==================== block 1
### Signal metal coverage by tile, block 1

12 x 12 tiles, from black (low) to pale yellow (high), scaled to the fullest tile. Values are wire area over tile area, all layers added.
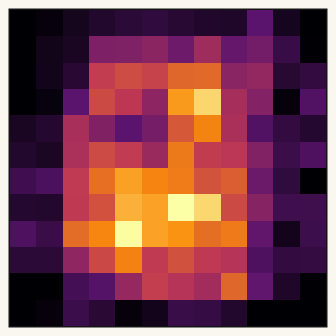

## src/rtl/big2_game_ctrl.sv

```systemverilog
`default_nettype none
// ============================================================================
// Module  : big2_game_ctrl
// Brief   : Big-2 turn sequencer driving the card datapath with a 4-phase
//           command/DONE handshake. BIG2_P1_AUTOPASS_EN adds a P1 idle auto-pass.
// Revision: 1.0
// ============================================================================
module big2_game_ctrl #(
  parameter int LOAD_CYCLES   = 2,
  parameter int DONE_TIMEOUT  = 16,
  parameter int P1_IDLE_LIMIT = 255
) (
  input  logic       clka,
  input  logic       RESTART_N,
  input  logic       START,
  input  logic       P1_PLAY,
  input  logic       P1_PASS,
  input  logic       DONE,
  input  logic       is_larger,
  input  logic       P2_PUT_CARD,
  input  logic [2:0] P1_OUT_NUM,
  input  logic [2:0] P2_OUT_NUM,
  output logic       LOAD,
  output logic       COMPARE_1,
  output logic       COMPARE_2,
  output logic       UPDATE_1,
  output logic       UPDATE_2,
  output logic       RESET_TOP,
  output logic [1:0] WINNER,
  output logic       P1_TURN,
  output logic       BAD_PLAY,
  output logic       ERR_FLAG,
  output logic [3:0] STATE
);

  typedef enum logic [3:0] {
    S_IDLE  = 4'd0,
    S_LDECK = 4'd1,
    S_P1W   = 4'd2,
    S_P1L   = 4'd3,
    S_C1    = 4'd4,
    S_U1    = 4'd5,
    S_P2C   = 4'd6,
    S_U2    = 4'd7,
    S_RST   = 4'd8,
    S_DRAIN = 4'd9,
    S_WIN   = 4'd10,
    S_ERR   = 4'd15
  } state_t;

  localparam int LW = (LOAD_CYCLES > 1) ? $clog2(LOAD_CYCLES) : 1;
  localparam int TW = $clog2(DONE_TIMEOUT);
  localparam logic [LW-1:0] C_LOAD_LAST = LW'(LOAD_CYCLES - 1);
  localparam logic [TW-1:0] C_TMO_LAST  = TW'(DONE_TIMEOUT - 1);

  state_t        state, nstate;
  state_t        ret_state, nret;
  state_t        drain_next, ndrain;
  logic [LW-1:0] lcnt, nlcnt;
  logic [TW-1:0] tmo, ntmo;
  logic [1:0]    nwinner;
  logic          nbad;
  logic          handshake;
  logic          autopass;

`ifdef BIG2_P1_AUTOPASS_EN
  localparam int IW = $clog2(P1_IDLE_LIMIT + 1);
  logic [IW-1:0] idle_cnt;

  assign autopass = (idle_cnt == IW'(P1_IDLE_LIMIT - 1));

  // Held at zero outside P1W so every entry into P1W starts a fresh count.
  always_ff @(posedge clka or negedge RESTART_N) begin
    if (!RESTART_N)         idle_cnt <= '0;
    else if (state != S_P1W) idle_cnt <= '0;
    else if (!autopass)     idle_cnt <= idle_cnt + 1'b1;
  end
`else
  assign autopass = (P1_IDLE_LIMIT < 0);
`endif

  always_comb begin
    nstate    = state;
    nret      = ret_state;
    ndrain    = drain_next;
    nlcnt     = lcnt;
    ntmo      = tmo;
    nwinner   = WINNER;
    nbad      = 1'b0;
    handshake = 1'b0;
    case (state)
      S_IDLE: if (START) nstate = S_LDECK;
      // LOAD is a timed command: held a fixed number of cycles, not DONE-gated.
      S_LDECK, S_P1L: begin
        if (lcnt == C_LOAD_LAST) begin
          nstate = S_DRAIN;
          ndrain = (state == S_LDECK) ? S_P1W : S_C1;
        end else begin
          nlcnt = lcnt + 1'b1;
        end
      end
      S_P1W: begin
        if (P1_PLAY) begin
          nstate = S_P1L;
        end else if (P1_PASS || autopass) begin
          nstate = S_RST;
          nret   = S_P2C;
        end
      end
      S_C1: begin
        handshake = 1'b1;
        if (DONE) begin
          nstate = S_DRAIN;
          if (is_larger) begin
            ndrain = S_U1;
          end else begin
            ndrain = S_P1W;
            nbad   = 1'b1;
          end
        end
      end
      S_U1: begin
        handshake = 1'b1;
        if (DONE) begin
          if (P1_OUT_NUM == 3'd0) begin
            nstate  = S_WIN;
            nwinner = 2'b01;
          end else begin
            nstate = S_DRAIN;
            ndrain = S_P2C;
          end
        end
      end
      S_P2C: begin
        handshake = 1'b1;
        if (DONE) begin
          nstate = S_DRAIN;
          if (P2_PUT_CARD) begin
            ndrain = S_U2;
          end else begin
            ndrain = S_RST;
            nret   = S_P1W;
          end
        end
      end
      S_U2: begin
        handshake = 1'b1;
        if (DONE) begin
          if (P2_OUT_NUM == 3'd0) begin
            nstate  = S_WIN;
            nwinner = 2'b10;
          end else begin
            nstate = S_DRAIN;
            ndrain = S_P1W;
          end
        end
      end
      S_RST: begin
        handshake = 1'b1;
        if (DONE) begin
          nstate = S_DRAIN;
          ndrain = ret_state;
        end
      end
      S_DRAIN: begin
        handshake = 1'b1;
        if (!DONE) nstate = drain_next;
      end
      S_WIN, S_ERR: begin
        if (START) begin
          nstate  = S_LDECK;
          nwinner = 2'b00;
        end
      end
      default: nstate = S_IDLE;
    endcase

    // A stalled handshake (command waiting on DONE, or drain waiting on !DONE).
    if (handshake && (nstate == state)) begin
      if (tmo == C_TMO_LAST) nstate = S_ERR;
      else                   ntmo   = tmo + 1'b1;
    end

    if (nstate != state) begin
      nlcnt = '0;
      if (nstate inside {S_LDECK, S_P1L, S_C1, S_U1, S_P2C, S_U2, S_RST}) ntmo = '0;
    end
  end

  always_ff @(posedge clka or negedge RESTART_N) begin
    if (!RESTART_N) begin
      state      <= S_IDLE;
      ret_state  <= S_P1W;
      drain_next <= S_P1W;
      lcnt       <= '0;
      tmo        <= '0;
      WINNER     <= 2'b00;
      BAD_PLAY   <= 1'b0;
      LOAD       <= 1'b0;
      COMPARE_1  <= 1'b0;
      COMPARE_2  <= 1'b0;
      UPDATE_1   <= 1'b0;
      UPDATE_2   <= 1'b0;
      RESET_TOP  <= 1'b0;
      P1_TURN    <= 1'b0;
      ERR_FLAG   <= 1'b0;
      STATE      <= 4'd0;
    end else begin
      state      <= nstate;
      ret_state  <= nret;
      drain_next <= ndrain;
      lcnt       <= nlcnt;
      tmo        <= ntmo;
      WINNER     <= nwinner;
      BAD_PLAY   <= nbad;
      LOAD       <= (nstate == S_LDECK) || (nstate == S_P1L);
      COMPARE_1  <= (nstate == S_C1);
      COMPARE_2  <= (nstate == S_P2C);
      UPDATE_1   <= (nstate == S_U1);
      UPDATE_2   <= (nstate == S_U2);
      RESET_TOP  <= (nstate == S_RST);
      P1_TURN    <= (nstate == S_P1W);
      ERR_FLAG   <= (nstate == S_ERR);
      STATE      <= nstate;
    end
  end

endmodule
`default_nettype wire

```

## config.mk

```make
export PLATFORM = sky130hd
export DESIGN_NAME = big2_game_ctrl
export DESIGN_NICKNAME = d
export VERILOG_FILES = /design/src/rtl/big2_game_ctrl.sv
export SDC_FILE = /design/constraint.sdc
export NUM_CORES = 1
export LEC_CHECK = 0
export ABC_AREA = 1
export CORE_MARGIN = 2
export CORE_UTILIZATION = 50
export CTS_CLUSTER_SIZE = 16
export DETAILED_ROUTE_END_ITERATION = 7
export PLACE_DENSITY = 0.76
export SLEW_MARGIN = 20
export SYNTH_ARGS = -nofsm -noshare
export SYNTH_HDL_FRONTEND = slang
export SYNTH_SLANG_ARGS = --single-unit
```

## constraint.sdc

```tcl
create_clock -name clka -period 3.5 [get_ports clka]
set_input_delay 0.7 -clock clka [delete_from_list [all_inputs] [get_ports clka]]
set_output_delay 0.7 -clock clka [all_outputs]
set_load 0.03 [all_outputs]
```

==================== block 2
### config.mk
export PLATFORM = sky130hd
export DESIGN_NAME = ex_hazard_controller_flat
export DESIGN_NICKNAME = d
export VERILOG_FILES = /design/src/rtl/ex_hazard_controller_if.sv /design/src/rtl/ex_hazard_controller.sv /design/src/flat_wrapper.sv
export SDC_FILE = /design/constraint.sdc
export NUM_CORES = 1
export LEC_CHECK = 0
export CORE_MARGIN = 5
export CORE_UTILIZATION = 34
export DETAILED_ROUTE_END_ITERATION = 8
export PLACE_DENSITY = 0.67
export REMOVE_ABC_BUFFERS = 1
export SLEW_MARGIN = 20
export SYNTH_ARGS = -nofsm -noshare
export SYNTH_HDL_FRONTEND = slang
export SYNTH_SLANG_ARGS = --single-unit
### constraint.sdc
create_clock -name clk -period 1.6 [get_ports clk]
set_input_delay 0.32 -clock clk [delete_from_list [all_inputs] [get_ports clk]]
set_output_delay 0.32 -clock clk [all_outputs]
set_load 0.02 [all_outputs]
### src/rtl/ex_hazard_controller_if.sv
// Execute-stage hazard controller bundle: ID decode fields and EX check in,
// forwarding selects, stall/flush enables and debug state out.
interface ex_hazard_controller_if #(
  parameter int REG_ADDR_W = 5
);
  // No valid/ready handshake here. id_valid_i qualifies every id_* field in
  // the same cycle, ex_isValid_i is sampled every RUN/STALL cycle, and the
  // outputs are level signals that the pipeline obeys on the next clk edge.
  logic                  id_valid_i;
  logic [REG_ADDR_W-1:0] id_rs1_i;
  logic [REG_ADDR_W-1:0] id_rs2_i;
  logic                  id_use_rs1_i;
  logic                  id_use_rs2_i;
  logic [REG_ADDR_W-1:0] id_rd_i;
  logic                  id_we_i;
  logic                  id_is_load_i;
  logic                  ex_isValid_i;
  logic [1:0]            A_sel_o;
  logic [1:0]            B_sel_o;
  logic                  stall_o;
  logic                  flush_o;
  logic [1:0]            state_o;

  modport master (
    output id_valid_i, id_rs1_i, id_rs2_i, id_use_rs1_i, id_use_rs2_i,
    output id_rd_i, id_we_i, id_is_load_i, ex_isValid_i,
    input  A_sel_o, B_sel_o, stall_o, flush_o, state_o
  );

  modport slave (
    input  id_valid_i, id_rs1_i, id_rs2_i, id_use_rs1_i, id_use_rs2_i,
    input  id_rd_i, id_we_i, id_is_load_i, ex_isValid_i,
    output A_sel_o, B_sel_o, stall_o, flush_o, state_o
  );
endinterface

### src/rtl/ex_hazard_controller.sv
// Execute-stage hazard controller: shadows EX/MEM destinations, registers
// operand forwarding selects, inserts load-use stalls and sequences flushes.
module ex_hazard_controller #(
  parameter int REG_ADDR_W   = 5,
  parameter int FLUSH_CYCLES = 1
) (
  input  logic                 clk,
  input  logic                 reset,
  ex_hazard_controller_if.slave hz
);

  typedef enum logic [1:0] {
    ST_RUN   = 2'b00,
    ST_STALL = 2'b01,
    ST_FLUSH = 2'b10
  } state_e;

  localparam logic [1:0] SEL_REG = 2'b00;
  localparam logic [1:0] SEL_MEM = 2'b01;
  localparam logic [1:0] SEL_WB  = 2'b10;
  localparam logic [1:0] FLUSH_LAST = 2'(FLUSH_CYCLES - 1);

  state_e                state_q, state_d;
  logic [1:0]            cnt_q, cnt_d;
  logic [REG_ADDR_W-1:0] ex_rd_q, ex_rd_d;
  logic                  ex_we_q, ex_we_d;
  logic                  ex_ld_q, ex_ld_d;
  logic [REG_ADDR_W-1:0] mem_rd_q, mem_rd_d;
  logic                  mem_we_q, mem_we_d;
  logic [1:0]            a_sel_q, a_sel_d;
  logic [1:0]            b_sel_q, b_sel_d;

  logic ex_hit_rs1, ex_hit_rs2, mem_hit_rs1, mem_hit_rs2;
  logic load_use, mispredict;
  logic stall_c, flush_c, advance_c;

  // Register 0 is never a producer: rs==0 never matches, and ex_we is
  // stored cleared when rd==0.
  always_comb begin
    ex_hit_rs1  = hz.id_use_rs1_i && (hz.id_rs1_i != '0) && ex_we_q  && (ex_rd_q  == hz.id_rs1_i);
    ex_hit_rs2  = hz.id_use_rs2_i && (hz.id_rs2_i != '0) && ex_we_q  && (ex_rd_q  == hz.id_rs2_i);
    mem_hit_rs1 = hz.id_use_rs1_i && (hz.id_rs1_i != '0) && mem_we_q && (mem_rd_q == hz.id_rs1_i);
    mem_hit_rs2 = hz.id_use_rs2_i && (hz.id_rs2_i != '0) && mem_we_q && (mem_rd_q == hz.id_rs2_i);
    load_use    = hz.id_valid_i && ex_ld_q && (ex_hit_rs1 || ex_hit_rs2);
    mispredict  = !hz.ex_isValid_i;
  end

  // Next-state logic.
  always_comb begin
    state_d = state_q;
    cnt_d   = cnt_q;
    unique case (state_q)
      ST_RUN: begin
        if (mispredict) begin
          state_d = ST_FLUSH;
          cnt_d   = FLUSH_LAST;
        end else if (load_use) begin
          state_d = ST_STALL;
        end
      end
      ST_STALL: begin
        if (mispredict) begin
          state_d = ST_FLUSH;
          cnt_d   = FLUSH_LAST;
        end else begin
          state_d = ST_RUN;
        end
      end
      ST_FLUSH: begin
        if (cnt_q == 2'd0) begin
          state_d = ST_RUN;
        end else begin
          cnt_d = cnt_q - 2'd1;
        end
      end
      default: begin
        state_d = ST_RUN;
        cnt_d   = 2'd0;
      end
    endcase
  end

  // Output logic. A mispredict beats a load-use hazard, and the instruction
  // in ID at that moment is wrong-path, so it never enters the shadow.
  always_comb begin
    stall_c   = 1'b0;
    flush_c   = 1'b0;
    advance_c = 1'b0;
    unique case (state_q)
      ST_RUN: begin
        stall_c   = !mispredict && load_use;
        advance_c = !mispredict && !load_use && hz.id_valid_i;
      end
      ST_STALL: begin
        advance_c = !mispredict && hz.id_valid_i;
      end
      ST_FLUSH: begin
        flush_c = 1'b1;
      end
      default: begin
        stall_c = 1'b0;
      end
    endcase
  end

  // Shadow pipeline and forwarding selects for the instruction entering EX.
  always_comb begin
    ex_rd_d  = advance_c ? hz.id_rd_i : '0;
    ex_we_d  = advance_c && hz.id_we_i && (hz.id_rd_i != '0);
    ex_ld_d  = advance_c && hz.id_is_load_i;
    mem_rd_d = ex_rd_q;
    mem_we_d = ex_we_q;
    a_sel_d  = SEL_REG;
    b_sel_d  = SEL_REG;
    if (advance_c) begin
      if (ex_hit_rs1 && !ex_ld_q) begin
        a_sel_d = SEL_MEM;
      end else if (mem_hit_rs1) begin
        a_sel_d = SEL_WB;
      end
      if (ex_hit_rs2 && !ex_ld_q) begin
        b_sel_d = SEL_MEM;
      end else if (mem_hit_rs2) begin
        b_sel_d = SEL_WB;
      end
    end
  end

  always_ff @(posedge clk or negedge reset) begin
    if (!reset) begin
      state_q  <= ST_RUN;
      cnt_q    <= 2'd0;
      ex_rd_q  <= '0;
      ex_we_q  <= 1'b0;
      ex_ld_q  <= 1'b0;
      mem_rd_q <= '0;
      mem_we_q <= 1'b0;
      a_sel_q  <= SEL_REG;
      b_sel_q  <= SEL_REG;
    end else begin
      state_q  <= state_d;
      cnt_q    <= cnt_d;
      ex_rd_q  <= ex_rd_d;
      ex_we_q  <= ex_we_d;
      ex_ld_q  <= ex_ld_d;
      mem_rd_q <= mem_rd_d;
      mem_we_q <= mem_we_d;
      a_sel_q  <= a_sel_d;
      b_sel_q  <= b_sel_d;
    end
  end

  assign hz.A_sel_o = a_sel_q;
  assign hz.B_sel_o = b_sel_q;
  assign hz.stall_o = stall_c;
  assign hz.flush_o = flush_c;
  assign hz.state_o = state_q;

endmodule

### src/flat_wrapper.sv
// flat-port wrapper written by rule: the top's interface ports become plain ports
module ex_hazard_controller_flat 
#(
  parameter int REG_ADDR_W   = 5,
  parameter int FLUSH_CYCLES = 1
)
  (clk, reset, hz_id_valid_i, hz_id_rs1_i, hz_id_rs2_i, hz_id_use_rs1_i, hz_id_use_rs2_i, hz_id_rd_i, hz_id_we_i, hz_id_is_load_i, hz_ex_isValid_i, hz_A_sel_o, hz_B_sel_o, hz_stall_o, hz_flush_o, hz_state_o);
  ex_hazard_controller_if #(.REG_ADDR_W(REG_ADDR_W)) hz_i ();
  input  logic clk;
  input  logic reset;
  input wire logic [$bits(hz_i.id_valid_i)-1:0] hz_id_valid_i;
  input wire logic [$bits(hz_i.id_rs1_i)-1:0] hz_id_rs1_i;
  input wire logic [$bits(hz_i.id_rs2_i)-1:0] hz_id_rs2_i;
  input wire logic [$bits(hz_i.id_use_rs1_i)-1:0] hz_id_use_rs1_i;
  input wire logic [$bits(hz_i.id_use_rs2_i)-1:0] hz_id_use_rs2_i;
  input wire logic [$bits(hz_i.id_rd_i)-1:0] hz_id_rd_i;
  input wire logic [$bits(hz_i.id_we_i)-1:0] hz_id_we_i;
  input wire logic [$bits(hz_i.id_is_load_i)-1:0] hz_id_is_load_i;
  input wire logic [$bits(hz_i.ex_isValid_i)-1:0] hz_ex_isValid_i;
  output wire logic [$bits(hz_i.A_sel_o)-1:0] hz_A_sel_o;
  output wire logic [$bits(hz_i.B_sel_o)-1:0] hz_B_sel_o;
  output wire logic [$bits(hz_i.stall_o)-1:0] hz_stall_o;
  output wire logic [$bits(hz_i.flush_o)-1:0] hz_flush_o;
  output wire logic [$bits(hz_i.state_o)-1:0] hz_state_o;
  assign hz_i.id_valid_i = hz_id_valid_i;
  assign hz_i.id_rs1_i = hz_id_rs1_i;
  assign hz_i.id_rs2_i = hz_id_rs2_i;
  assign hz_i.id_use_rs1_i = hz_id_use_rs1_i;
  assign hz_i.id_use_rs2_i = hz_id_use_rs2_i;
  assign hz_i.id_rd_i = hz_id_rd_i;
  assign hz_i.id_we_i = hz_id_we_i;
  assign hz_i.id_is_load_i = hz_id_is_load_i;
  assign hz_i.ex_isValid_i = hz_ex_isValid_i;
  assign hz_A_sel_o = hz_i.A_sel_o;
  assign hz_B_sel_o = hz_i.B_sel_o;
  assign hz_stall_o = hz_i.stall_o;
  assign hz_flush_o = hz_i.flush_o;
  assign hz_state_o = hz_i.state_o;
  ex_hazard_controller #(.REG_ADDR_W(REG_ADDR_W), .FLUSH_CYCLES(FLUSH_CYCLES)) u_core (.clk(clk), .reset(reset), .hz(hz_i));
endmodule
==================== block 3
==> src/rtl/count_sequencer.sv <==
// count_sequencer: shares one mod-(TOP+1) preset/step counter between two
// requesters. A round-robin arbiter picks one request in IDLE, the FSM runs
// that preset or multi-step advance to completion, then reports done to the
// owner. All outputs are registered.
module count_sequencer #(
    parameter int WIDTH  = 4,
    parameter int TOP    = 7,
    parameter int PRESET = 4
) (
    input  logic             clk,
    input  logic             reset,
    input  logic             req0,
    input  logic             req1,
    input  logic [2:0]       steps0,
    input  logic [2:0]       steps1,
    output logic             gnt0,
    output logic             gnt1,
    output logic             done0,
    output logic             done1,
    output logic [WIDTH-1:0] q,
    output logic             wrap,
    output logic             busy
);

    typedef enum logic [1:0] {
        IDLE = 2'd0,
        RUN  = 2'd1,
        DONE = 2'd2
    } state_t;

    localparam logic [WIDTH-1:0] TOP_Q    = WIDTH'(TOP);
    localparam logic [WIDTH-1:0] PRESET_Q = WIDTH'(PRESET);
    localparam logic [WIDTH-1:0] ONE_Q    = WIDTH'(1);

    state_t     state;
    logic [2:0] rem;     // steps still to apply; 0 means preset
    logic       owner;   // requester whose operation is running
    logic       last;    // most recent winner, loses the next tie
    logic       winner;
    logic [2:0] win_steps;
    logic       any_req;

    // Round-robin selection: a lone request wins, a tie goes to the
    // requester that did not win last time.
    always_comb begin
        // NOTE: every output of a combinational block gets a default first so
        // no path leaves it unassigned, which would infer a latch.
        winner    = 1'b0;
        win_steps = steps0;
        any_req   = req0 | req1;
        if (req0 && req1) begin
            winner = ~last;
        end else if (req1) begin
            winner = 1'b1;
        end
        if (winner) begin
            win_steps = steps1;
        end
    end

    // Sequencer FSM with registered grant, done, wrap and busy outputs.
    always_ff @(posedge clk or posedge reset) begin
        if (reset) begin
            state <= IDLE;
            q     <= '0;
            rem   <= '0;
            last  <= 1'b1;
            owner <= 1'b0;
            gnt0  <= 1'b0;
            gnt1  <= 1'b0;
            done0 <= 1'b0;
            done1 <= 1'b0;
            wrap  <= 1'b0;
            busy  <= 1'b0;
        end else begin
            // NOTE: sequential state uses non-blocking assignments so every
            // register samples the pre-edge values, independent of statement order.
            // Pulses default low; the cases below raise them for one cycle.
            gnt0  <= 1'b0;
            gnt1  <= 1'b0;
            done0 <= 1'b0;
            done1 <= 1'b0;
            wrap  <= 1'b0;

            case (state)
                IDLE: begin
                    if (any_req) begin
                        rem   <= win_steps;
                        owner <= winner;
                        last  <= winner;
                        gnt0  <= ~winner;
                        gnt1  <= winner;
                        busy  <= 1'b1;
                        state <= RUN;
                    end
                end

                RUN: begin
                    if (rem == 3'd0) begin
                        // Preset completes in a single RUN cycle.
                        q     <= PRESET_Q;
                        done0 <= ~owner;
                        done1 <= owner;
                        state <= DONE;
                    end else begin
                        if (q == TOP_Q) begin
                            q    <= '0;
                            wrap <= 1'b1;
                        end else begin
                            q <= q + ONE_Q;
                        end
                        rem <= rem - 3'd1;
                        // Last step: the done pulse lines up with the DONE state.
                        if (rem == 3'd1) begin
                            done0 <= ~owner;
                            done1 <= owner;
                            state <= DONE;
                        end
                    end
                end

                DONE: begin
                    busy  <= 1'b0;
                    state <= IDLE;
                end

                default: begin
                    busy  <= 1'b0;
                    state <= IDLE;
                end
            endcase
        end
    end

endmodule

==> config.mk <==
export PLATFORM = sky130hd
export DESIGN_NAME = count_sequencer
export DESIGN_NICKNAME = d
export VERILOG_FILES = /design/src/rtl/count_sequencer.sv
export SDC_FILE = /design/constraint.sdc
export NUM_CORES = 1
export LEC_CHECK = 0
export ABC_AREA = 1
export CORE_MARGIN = 2
export CORE_UTILIZATION = 47
export DETAILED_ROUTE_END_ITERATION = 16
export GPL_TIMING_DRIVEN = 0
export HOLD_SLACK_MARGIN = 0.06
export PLACE_DENSITY_LB_ADDON = 0.08
export SLEW_MARGIN = 15
export SYNTH_ARGS = -nofsm -noshare
export SYNTH_HDL_FRONTEND = slang
export SYNTH_SLANG_ARGS = --single-unit
==> constraint.sdc <==
create_clock -name clk -period 1.5 [get_ports clk]
set_input_delay 0.15 -clock clk [delete_from_list [all_inputs] [get_ports clk]]
set_output_delay 0.15 -clock clk [all_outputs]
set_load 0.02 [all_outputs]
==================== block 4
--- config.mk ---
export PLATFORM = sky130hd
export DESIGN_NAME = mem_access_master_flat
export DESIGN_NICKNAME = d
export VERILOG_FILES = /design/src/rtl/mem_access_master_pkg.sv /design/src/rtl/mem_access_master_if.sv /design/src/rtl/mem_rsp_pipe.sv /design/src/rtl/mem_access_master.sv /design/src/flat_wrapper.sv
export SDC_FILE = /design/constraint.sdc
export NUM_CORES = 1
export LEC_CHECK = 0
export CORE_MARGIN = 5
export CORE_UTILIZATION = 40
export DETAILED_ROUTE_END_ITERATION = 6
export GPL_TIMING_DRIVEN = 0
export PLACE_DENSITY = 0.69
export REMOVE_ABC_BUFFERS = 1
export SETUP_SLACK_MARGIN = 0.2
export SYNTH_ARGS = -nofsm -noshare
export SYNTH_HDL_FRONTEND = slang
export SYNTH_SLANG_ARGS = --single-unit
export TNS_END_PERCENT = 20
--- constraint.sdc ---
create_clock -name CLK -period 2.5 [get_ports CLK]
set_input_delay 0.5 -clock CLK [delete_from_list [all_inputs] [get_ports CLK]]
set_output_delay 0.5 -clock CLK [all_outputs]
set_load 0.05 [all_outputs]
--- src/rtl/mem_access_master_pkg.sv ---
// Shared constants, FSM encoding and pipeline tag layout for mem_access_master.
package mem_access_master_pkg;

   localparam int unsigned ADDR_BITS     = 8;
   localparam int unsigned DATA_BITS     = 8;
   localparam int unsigned ROM_SIZE      = 64;
   localparam int unsigned MEM_SIZE      = 256;
   localparam int unsigned LEN_BITS      = 4;
   // One extra bit so that address overflow is seen as out of range, never wrapped.
   localparam int unsigned ADDR_EXT_BITS = ADDR_BITS + 1;

   typedef enum logic [1:0] {
      IDLE  = 2'd0,
      ISSUE = 2'd1,
      DRAIN = 2'd2
   } state_t;

   // Per-beat tag travelling alongside the memory access.
   typedef struct packed {
      logic valid;
      logic is_write;
      logic is_last;
      logic range_err;
   } beat_tag_t;

   // True when a beat address lies outside the memory.
   function automatic logic addr_out_of_range(input logic [ADDR_EXT_BITS-1:0] a);
      return (a >= ADDR_EXT_BITS'(MEM_SIZE));
   endfunction

endpackage

--- src/rtl/mem_access_master_if.sv ---
// Request, response and memory-side signals of mem_access_master.
interface mem_access_master_if;
   import mem_access_master_pkg::*;

   logic                 req_valid;
   logic                 req_ready;
   logic                 req_we;
   logic [ADDR_BITS-1:0] req_addr;
   logic [LEN_BITS-1:0]  req_len;
   logic [DATA_BITS-1:0] req_wdata;

   logic                 rsp_valid;
   logic [DATA_BITS-1:0] rsp_rdata;
   logic                 rsp_err;
   logic                 rsp_last;

   logic [ADDR_BITS-1:0] mem_addr;
   logic [DATA_BITS-1:0] mem_wdata;
   logic                 mem_cs;
   logic                 mem_we;
   logic [DATA_BITS-1:0] mem_rdata;
   logic                 mem_error;

   // View of the access master itself.
   modport master (
      input  req_valid, req_we, req_addr, req_len, req_wdata,
      input  mem_rdata, mem_error,
      output req_ready,
      output rsp_valid, rsp_rdata, rsp_err, rsp_last,
      output mem_addr, mem_wdata, mem_cs, mem_we
   );

   // View of the surrounding requester and memory.
   modport slave (
      output req_valid, req_we, req_addr, req_len, req_wdata,
      output mem_rdata, mem_error,
      input  req_ready,
      input  rsp_valid, rsp_rdata, rsp_err, rsp_last,
      input  mem_addr, mem_wdata, mem_cs, mem_we
   );

endinterface

--- src/rtl/mem_rsp_pipe.sv ---
// Two-stage beat tag shift register aligned with memory latency, plus the
// registered response stage.
module mem_rsp_pipe
   import mem_access_master_pkg::*;
(
   input  logic                 CLK,
   input  logic                 RESET,
   input  beat_tag_t            issue_tag,
   input  logic [DATA_BITS-1:0] mem_rdata,
   input  logic                 mem_error,
   output logic                 busy_c,
   output logic                 rsp_valid,
   output logic [DATA_BITS-1:0] rsp_rdata,
   output logic                 rsp_err,
   output logic                 rsp_last
);

   beat_tag_t stage0;
   beat_tag_t stage1;

   // Any beat still waiting for its memory result.
   assign busy_c = stage0.valid | stage1.valid;

   // Shift tags; stage1 lines up with the memory output, which is captured here.
   always_ff @(posedge CLK) begin
      if (RESET) begin
         stage0    <= '0;
         stage1    <= '0;
         rsp_valid <= 1'b0;
         rsp_rdata <= '0;
         rsp_err   <= 1'b0;
         rsp_last  <= 1'b0;
      end else begin
         stage0    <= issue_tag;
         stage1    <= stage0;
         rsp_valid <= stage1.valid;
         if (stage1.valid) begin
            rsp_last <= stage1.is_last;
            // mem_error is sticky, so it is only meaningful right after an issued write.
            rsp_err  <= stage1.range_err | (stage1.is_write & mem_error);
            rsp_rdata <= (!stage1.is_write && !stage1.range_err) ? mem_rdata : '0;
         end else begin
            rsp_last  <= 1'b0;
            rsp_err   <= 1'b0;
            rsp_rdata <= '0;
         end
      end
   end

endmodule

--- src/rtl/mem_access_master.sv ---
// Memory access initiator: accepts single writes and incrementing read bursts,
// issues one memory access per cycle and returns one response per beat.
module mem_access_master
   import mem_access_master_pkg::*;
(
   input  logic                 CLK,
   input  logic                 RESET,
   mem_access_master_if.master  bus
);

   state_t                     state, state_nxt;
   logic [ADDR_EXT_BITS-1:0]   beat_addr, beat_addr_nxt;
   logic [LEN_BITS-1:0]        remain, remain_nxt;
   logic                       cur_last, cur_last_nxt;
   logic                       we_q, we_nxt;
   logic [DATA_BITS-1:0]       wdata_q, wdata_nxt;

   logic                       req_ready_q, req_ready_nxt;
   logic                       mem_cs_q, mem_cs_nxt;
   logic                       mem_we_q, mem_we_nxt;
   logic [ADDR_BITS-1:0]       mem_addr_q, mem_addr_nxt;
   logic [DATA_BITS-1:0]       mem_wdata_q, mem_wdata_nxt;

   logic                       accept_c;
   logic                       issue_go_c;
   logic [ADDR_EXT_BITS-1:0]   issue_addr_c;
   logic [LEN_BITS-1:0]        issue_rem_c;
   logic                       issue_we_c;
   logic                       issue_rerr_c;
   logic                       issue_last_c;
   beat_tag_t                  issue_tag_c;
   logic                       pipe_busy_c;

   assign accept_c = bus.req_valid & req_ready_q;

   // State, burst bookkeeping and registered outputs.
   always_ff @(posedge CLK) begin
      if (RESET) begin
         state       <= IDLE;
         beat_addr   <= '0;
         remain      <= '0;
         cur_last    <= 1'b0;
         we_q        <= 1'b0;
         wdata_q     <= '0;
         req_ready_q <= 1'b1;
         mem_cs_q    <= 1'b0;
         mem_we_q    <= 1'b0;
         mem_addr_q  <= '0;
         mem_wdata_q <= '0;
      end else begin
         state       <= state_nxt;
         beat_addr   <= beat_addr_nxt;
         remain      <= remain_nxt;
         cur_last    <= cur_last_nxt;
         we_q        <= we_nxt;
         wdata_q     <= wdata_nxt;
         req_ready_q <= req_ready_nxt;
         mem_cs_q    <= mem_cs_nxt;
         mem_we_q    <= mem_we_nxt;
         mem_addr_q  <= mem_addr_nxt;
         mem_wdata_q <= mem_wdata_nxt;
      end
   end

   // Next state and the beat to drive to memory in the following cycle.
   always_comb begin
      state_nxt     = state;
      beat_addr_nxt = beat_addr;
      remain_nxt    = remain;
      cur_last_nxt  = cur_last;
      we_nxt        = we_q;
      wdata_nxt     = wdata_q;
      mem_cs_nxt    = 1'b0;
      mem_we_nxt    = 1'b0;
      mem_addr_nxt  = mem_addr_q;
      mem_wdata_nxt = mem_wdata_q;
      issue_go_c    = 1'b0;
      issue_addr_c  = '0;
      issue_rem_c   = '0;
      issue_we_c    = 1'b0;
      issue_rerr_c  = 1'b0;
      issue_last_c  = 1'b0;
      issue_tag_c   = '0;

      case (state)
         IDLE: begin
            if (accept_c) begin
               state_nxt    = ISSUE;
               we_nxt       = bus.req_we;
               wdata_nxt    = bus.req_wdata;
               issue_go_c   = 1'b1;
               issue_addr_c = {1'b0, bus.req_addr};
               issue_rem_c  = bus.req_we ? '0 : bus.req_len;
               issue_we_c   = bus.req_we;
            end
         end
         ISSUE: begin
            if (cur_last) begin
               state_nxt = DRAIN;
            end else begin
               issue_go_c   = 1'b1;
               issue_addr_c = beat_addr + ADDR_EXT_BITS'(1);
               issue_rem_c  = remain - LEN_BITS'(1);
               issue_we_c   = we_q;
            end
         end
         DRAIN: begin
            if (!pipe_busy_c) begin
               state_nxt = IDLE;
            end
         end
         default: begin
            state_nxt = IDLE;
         end
      endcase

      // An out-of-range beat is never driven and ends the burst.
      if (issue_go_c) begin
         issue_rerr_c  = addr_out_of_range(issue_addr_c);
         issue_last_c  = (issue_rem_c == '0) | issue_rerr_c;
         issue_tag_c   = '{valid: 1'b1, is_write: issue_we_c,
                           is_last: issue_last_c, range_err: issue_rerr_c};
         beat_addr_nxt = issue_addr_c;
         remain_nxt    = issue_rem_c;
         cur_last_nxt  = issue_last_c;
         mem_cs_nxt    = !issue_rerr_c;
         mem_we_nxt    = issue_we_c & !issue_rerr_c;
         mem_addr_nxt  = ADDR_BITS'(issue_addr_c);
         mem_wdata_nxt = wdata_nxt;
      end

      req_ready_nxt = (state_nxt == IDLE);
   end

   assign bus.req_ready = req_ready_q;
   assign bus.mem_cs    = mem_cs_q;
   assign bus.mem_we    = mem_we_q;
   assign bus.mem_addr  = mem_addr_q;
   assign bus.mem_wdata = mem_wdata_q;

   // Tag pipeline and response register.
   mem_rsp_pipe u_rsp_pipe (
      .CLK       (CLK),
      .RESET     (RESET),
      .issue_tag (issue_tag_c),
      .mem_rdata (bus.mem_rdata),
      .mem_error (bus.mem_error),
      .busy_c    (pipe_busy_c),
      .rsp_valid (bus.rsp_valid),
      .rsp_rdata (bus.rsp_rdata),
      .rsp_err   (bus.rsp_err),
      .rsp_last  (bus.rsp_last)
   );

endmodule

--- src/flat_wrapper.sv ---
// flat-port wrapper written by rule: the top's interface ports become plain ports
module mem_access_master_flat import mem_access_master_pkg::*;
  (CLK, RESET, bus_req_valid, bus_req_we, bus_req_addr, bus_req_len, bus_req_wdata, bus_mem_rdata, bus_mem_error, bus_req_ready, bus_rsp_valid, bus_rsp_rdata, bus_rsp_err, bus_rsp_last, bus_mem_addr, bus_mem_wdata, bus_mem_cs, bus_mem_we);
  mem_access_master_if bus_i ();
  input  logic CLK;
  input  logic RESET;
  input wire logic [$bits(bus_i.req_valid)-1:0] bus_req_valid;
  input wire logic [$bits(bus_i.req_we)-1:0] bus_req_we;
  input wire logic [$bits(bus_i.req_addr)-1:0] bus_req_addr;
  input wire logic [$bits(bus_i.req_len)-1:0] bus_req_len;
  input wire logic [$bits(bus_i.req_wdata)-1:0] bus_req_wdata;
  input wire logic [$bits(bus_i.mem_rdata)-1:0] bus_mem_rdata;
  input wire logic [$bits(bus_i.mem_error)-1:0] bus_mem_error;
  output wire logic [$bits(bus_i.req_ready)-1:0] bus_req_ready;
  output wire logic [$bits(bus_i.rsp_valid)-1:0] bus_rsp_valid;
  output wire logic [$bits(bus_i.rsp_rdata)-1:0] bus_rsp_rdata;
  output wire logic [$bits(bus_i.rsp_err)-1:0] bus_rsp_err;
  output wire logic [$bits(bus_i.rsp_last)-1:0] bus_rsp_last;
  output wire logic [$bits(bus_i.mem_addr)-1:0] bus_mem_addr;
  output wire logic [$bits(bus_i.mem_wdata)-1:0] bus_mem_wdata;
  output wire logic [$bits(bus_i.mem_cs)-1:0] bus_mem_cs;
  output wire logic [$bits(bus_i.mem_we)-1:0] bus_mem_we;
  assign bus_i.req_valid = bus_req_valid;
  assign bus_i.req_we = bus_req_we;
  assign bus_i.req_addr = bus_req_addr;
  assign bus_i.req_len = bus_req_len;
  assign bus_i.req_wdata = bus_req_wdata;
  assign bus_i.mem_rdata = bus_mem_rdata;
  assign bus_i.mem_error = bus_mem_error;
  assign bus_req_ready = bus_i.req_ready;
  assign bus_rsp_valid = bus_i.rsp_valid;
  assign bus_rsp_rdata = bus_i.rsp_rdata;
  assign bus_rsp_err = bus_i.rsp_err;
  assign bus_rsp_last = bus_i.rsp_last;
  assign bus_mem_addr = bus_i.mem_addr;
  assign bus_mem_wdata = bus_i.mem_wdata;
  assign bus_mem_cs = bus_i.mem_cs;
  assign bus_mem_we = bus_i.mem_we;
  mem_access_master u_core (.CLK(CLK), .RESET(RESET), .bus(bus_i));
endmodule
### Signal metal coverage by tile, block 3

9 x 9 tiles, from black (low) to pale yellow (high), scaled to the fullest tile. Values are wire area over tile area, all layers added.
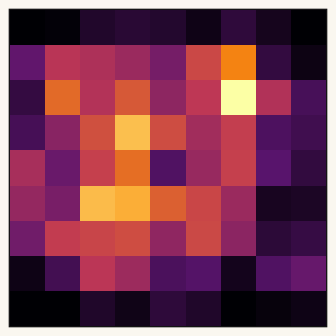
8.6% of the tiles are nearly empty. 26% of the tiles are over half the peak. The mean over all tiles is 0.11. The emptiest ninth of the die: lower right.

==> results.rst, block 3 <==
Implementation results
======================

.. list-table::
   :header-rows: 1

   * - Metric
     - Value
   * - Top power group
     - combinational cells
   * - Total global-route track usage
     - between 10% and 20%
   * - Slew at the pin with the worst max-slew slack
     - between 600 and 700 ps
   * - Cell taking the most area after synthesis
     - sky130_fd_sc_hd__dfrtp_1
   * - End of the critical path
     - busy
   * - Slowest cell on the critical path
     - sky130_fd_sc_hd__clkdlybuf4s50_1
   * - Top non-seq family
     - simple AND/OR/NAND/NOR gates
   * - Boundary pin count
     - 20
   * - Detailed Route WL
     - between 1500 and 2000 um
   * - Highest routing layer actually used
     - met4
   * - Fraction of layout instances using a drive strength above 1
     - 10.3%
   * - Clock insertion delay at the later pin of the skew report
     - around 300 ps
   * - Most congested layer reported by global routing
     - met2
   * - Xor+xnor area frac
     - 1.02%
   * - Most frequent cell after synthesis
     - sky130_fd_sc_hd__nand2_1
   * - Status
     - finished, final reports clean
   * - Clock network fraction of total power
     - between 10% and 20%
   * - Max IR drop VDD
     - 1.17 mV
   * - Most used cells in the layout excluding fill and tap cells
     - sky130_fd_sc_hd__nand2_1 (27), sky130_fd_sc_hd__inv_1 (17), sky130_fd_sc_hd__dfrtp_1 (16)
### Signal metal coverage by tile, block 2

13 x 13 tiles, from black (low) to pale yellow (high), scaled to the fullest tile. Values are wire area over tile area, all layers added.
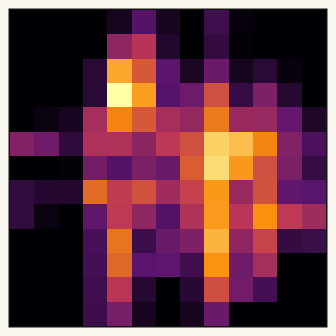
The mean over all tiles is 0.10. The densest ninth of the die: center. The emptiest ninth of the die: upper left.

==> results.rst, block 2 <==
Implementation results
======================

.. list-table::
   :header-rows: 1

   * - Metric
     - Value
   * - Max IR drop VDD
     - 0.276 mV
   * - Count of TritonRoute iterations in the first routing pass
     - 4
   * - Dominant class by area
     - non-clock buffers
   * - Post-DP Area
     - 1530 um^2
   * - EDFF count, synth
     - 0
   * - Slew at the pin with the worst max-slew slack
     - ~280 ps
   * - Endpoints failing setup
     - 2
   * - Well-tap cell count
     - 33
   * - FP Core Util
     - about a third
   * - Status
     - finished with violations
   * - End of the critical path
     - hz_stall_o
   * - Xor+xnor area frac
     - ~18%
   * - Worst Setup Slack, final
     - -464 ps
   * - Total DRC errors in the routed layout
     - 0
   * - Violated checks
     - negative setup slack
   * - #MultiIn Comb
     - 80
   * - Routed length per instance
     - between 10 and 15 um
   * - Post-synthesis chip area from yosys
     - 1050 um^2
### Close-up of the layout, block 4

Bar = 10 um. Region (29, 13) to (54, 38) um. Cells in gray, sequential cells in the stronger gray; small squares are vias.
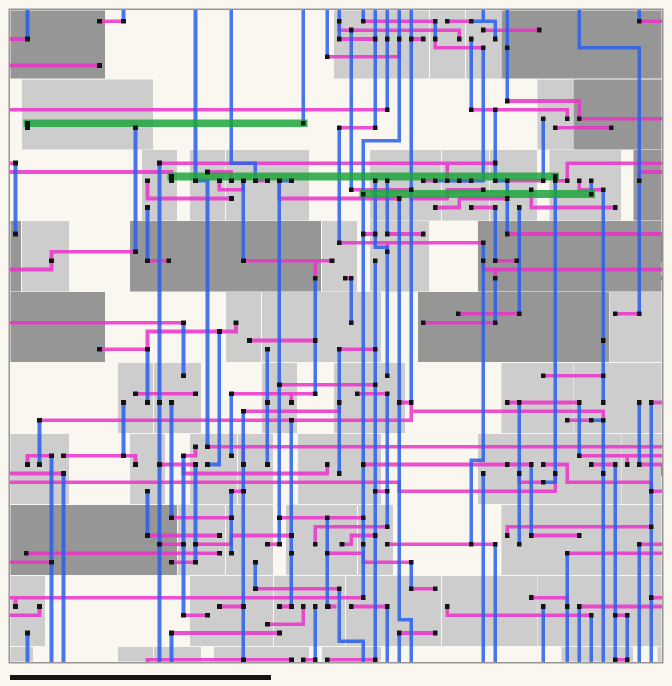
Key: M2 = blue; M3 = green; M1 = magenta
Sequential cells in the window: 5. Netlist names of flops here include u_core.remain (2). 44 logic cells have their middle in the window. Most frequent: nor2_1 (7), dfxtp_1 (5), nand2_1 (4).

==> results.rst, block 4 <==
Implementation results
======================

.. list-table::
   :header-rows: 1

   * - Metric
     - Value
   * - Critical path's largest stage delay
     - 870 ps
   * - CTS tree
     - yes
   * - Placed cell count
     - 355
   * - Total global routing overflow
     - 0
   * - Deepest clock path buffer count
     - 2
   * - Top non-seq family
     - simple AND/OR/NAND/NOR gates
   * - Clock sink count
     - 55
   * - Max Transition Viols Final
     - 0
   * - Number of vias after detailed routing
     - 1838
   * - EDFF count, synth
     - 0
   * - Post-synthesis adder-cell area fraction
     - around 1.2%
   * - Highest routing layer actually used
     - met3
   * - Sequential fraction of the synthesis area
     - 50.7%
   * - Endpoints failing setup
     - 0
   * - Ranking of synthesized cells by instance count
     - sky130_fd_sc_hd__dfxtp_1 (55), sky130_fd_sc_hd__nand2_1 (40), sky130_fd_sc_hd__a21oi_1 (20), sky130_fd_sc_hd__nor2_1 (19), sky130_fd_sc_hd__and2_1 (11)
   * - Post-synthesis instance area
     - 2170 um^2
   * - Nets
     - 327
   * - End of the critical path
     - bus_mem_addr[4]
   * - # clk buffers
     - 6
   * - Met2 global-route usage
     - ~23%
   * - Critical hold path startpoint
     - u_core.u_rsp_pipe.stage1[1]$_SDFF_PP0_
   * - Status
     - finished, final reports clean
   * - Inserted Clock Buffers
     - 5
   * - Worst Setup Slack, final
     - 334 ps
   * - Commonest non-fill, non-tap cell in the layout
     - sky130_fd_sc_hd__clkdlybuf4s50_1
   * - Time the final worst path needs with I/O delays and setup
     - 2170 ps
   * - Pre-CTS setup slack
     - -762 ps
   * - Post-synthesis chip area from yosys
     - about 2200 um^2
   * - Grt met1 use
     - 18.2%
   * - Met3 capacity usage during global routing
     - 4.64%
   * - Sequential cells
     - 55
   * - Crit Path Max Fanout
     - 8
### Close-up of the layout, block 1

Bar = 10 um. Region (19, 6) to (44, 31) um. Cells in gray, sequential cells in the stronger gray; small squares are vias.
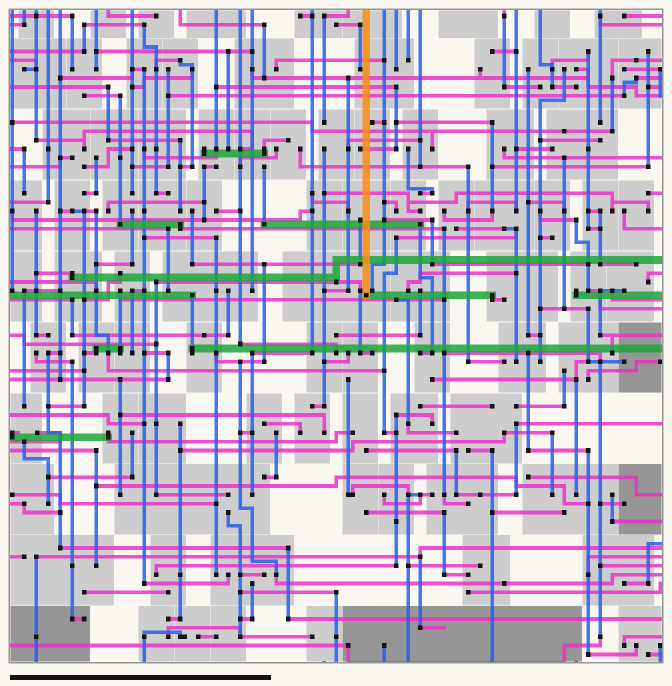
Key: M1 = magenta; M2 = blue; M3 = green; M4 = orange
Netlist names of flops here include ret_state (1). Most frequent: nand2_1 (25), nor2_1 (11), o21ai_0 (8). Sequential cells in the window: 1. 76 logic cells have their middle in the window.

### Placed standard cells, block 1

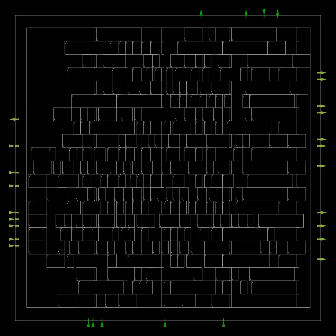
core footprint: 3310 um^2
Cell Count, Final, Fillers Out: 311
placement row count: 21
well-tap cell count: 46
sequential cells: 25

About 'Signal metal coverage by tile' of block 1:
The densest ninth of the die: center. 29% of the tiles are over half the peak. 13% of the tiles are nearly empty. The fullest tile reaches 0.48. The mean over all tiles is 0.15.

==> results.rst, block 1 <==
Implementation results
======================

.. list-table::
   :header-rows: 1

   * - Metric
     - Value
   * - Share of cell area taken by muxes after synthesis
     - under 10%
   * - Cell count in the Yosys report
     - between 200 and 250
   * - Number of vias after detailed routing
     - 1602
   * - Boundary pin count
     - 29
   * - Pre-CTS setup slack
     - about 350 ps
   * - Synth Register Bits
     - 25
   * - Mean cell area of the mapped netlist
     - approximately 7.3 um^2
   * - Commonest non-fill, non-tap cell in the layout
     - sky130_fd_sc_hd__nand2_1
   * - Fraction of cell area in non-clock buffers
     - 14.3%
   * - Cell taking the most area after synthesis
     - sky130_fd_sc_hd__dfrtp_1
   * - Worst Setup Slack, final
     - 665 ps
   * - Kind of cell with the highest combined delay on the critical path
     - simple AND/OR/NAND/NOR gates
   * - Fmax
     - 0.353 GHz
   * - Ys async rst share
     - 100%
   * - Post-DP Area
     - 2030 um^2
   * - Final std cell area, no fill
     - 2060 um^2
   * - Clock network contribution to total cell area
     - 1.34%
   * - Endpoints failing setup
     - 0
   * - Detailed Route WL
     - 3790 um
   * - Flip-flop cell with the highest count after synthesis
     - sky130_fd_sc_hd__dfrtp_1
   * - First-pass GRT wire length
     - 6970 um
   * - Syn-to-layout area delta
     - 20.7%
   * - Most frequent cell after synthesis
     - sky130_fd_sc_hd__nand2_1
   * - Routed length per instance
     - 12.2 um
   * - Quantity of hold-fixing buffers added after cts
     - 0
   * - Ranking of synthesized cells by instance count
     - sky130_fd_sc_hd__nand2_1 (52), sky130_fd_sc_hd__inv_1 (25), sky130_fd_sc_hd__nor2_1 (25), sky130_fd_sc_hd__dfrtp_1 (24), sky130_fd_sc_hd__o21ai_0 (16)
   * - Area taken by flip-flops and latches
     - 627 um^2
   * - Layout fillers
     - 350
   * - Buffer and inverter count on the worst path
     - 2
   * - Status
     - finished, final reports clean
   * - Cycle use final
     - about four fifths
   * - Crit Reg-Reg Startpoint
     - state[0]$_DFF_PN0_
   * - Routed vias/inst
     - 5.15
   * - Power in sequential cells
     - 442 uW
   * - Total global routing overflow
     - 0
   * - Fraction of layout instances using a drive strength above 1
     - 18.9%
   * - Die extent in x
     - roughly 62 um

==> layout pictures side by side <==
Clock distribution.
(a)
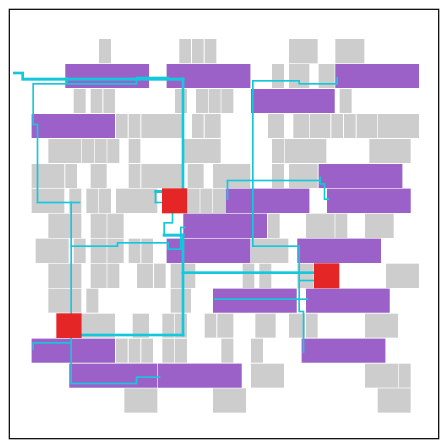
(b)
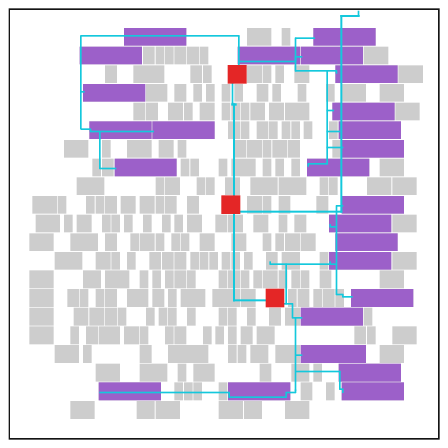
(c)
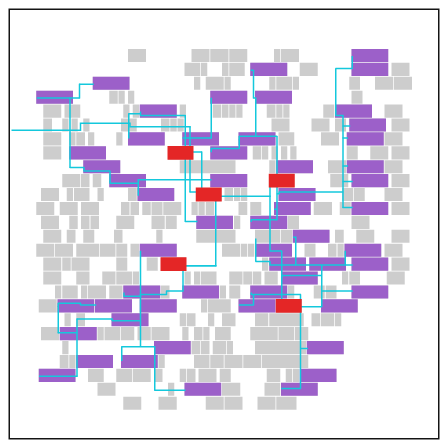
(d)
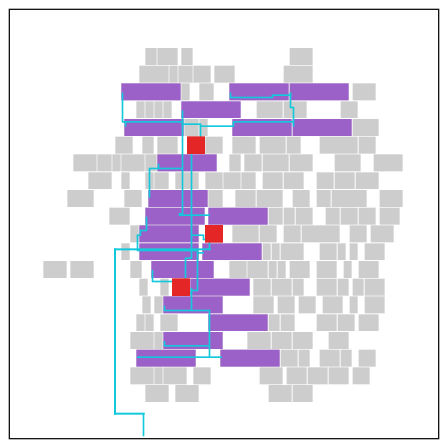
- (b) = block 1
- (c) = block 4
- (a) = block 3
- (d) = block 2



==> notes/layouts.md <==
Pictures saved along the way, in no particular order.

Gate families picked out.
picture 1
Bar = 20 um.
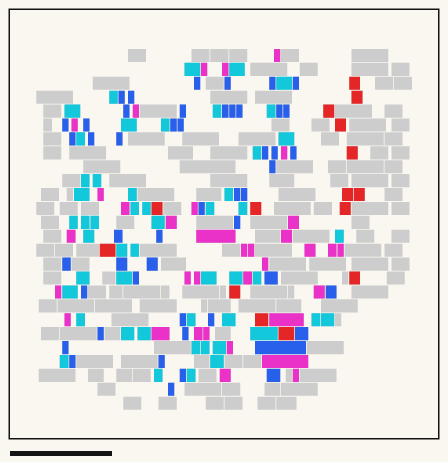
picture 2
Bar = 10 um.
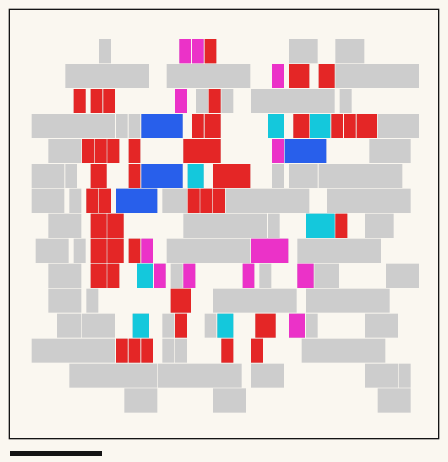
picture 3
Bar = 20 um.
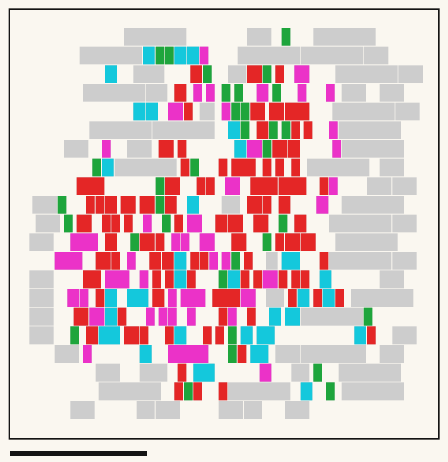
picture 4
Bar = 20 um.
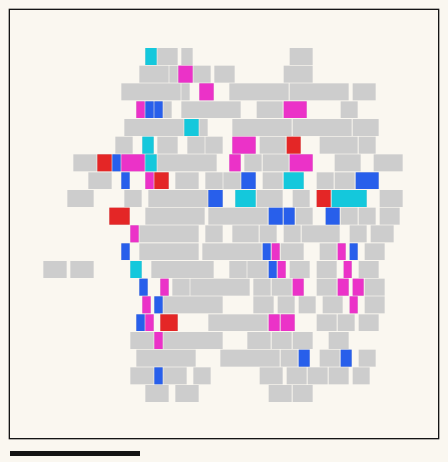
- most cells: picture 1
- smallest die: picture 2
- picture 3 = block 1
- picture 4 = block 2
- picture 1 = block 4
- picture 2 = block 3


==> gallery <==
Placed standard cells.
Plate I
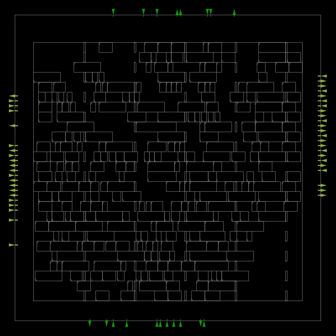
Plate II
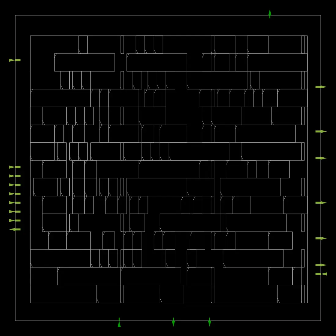
Plate III
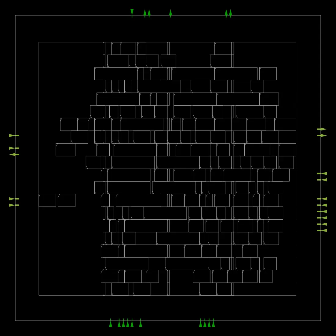
Plate I: block 4
Plate II: block 3
Plate III: block 2
- most cells: Plate I
- most sequential cells: Plate I

Power and IR drop assume default switching activity.
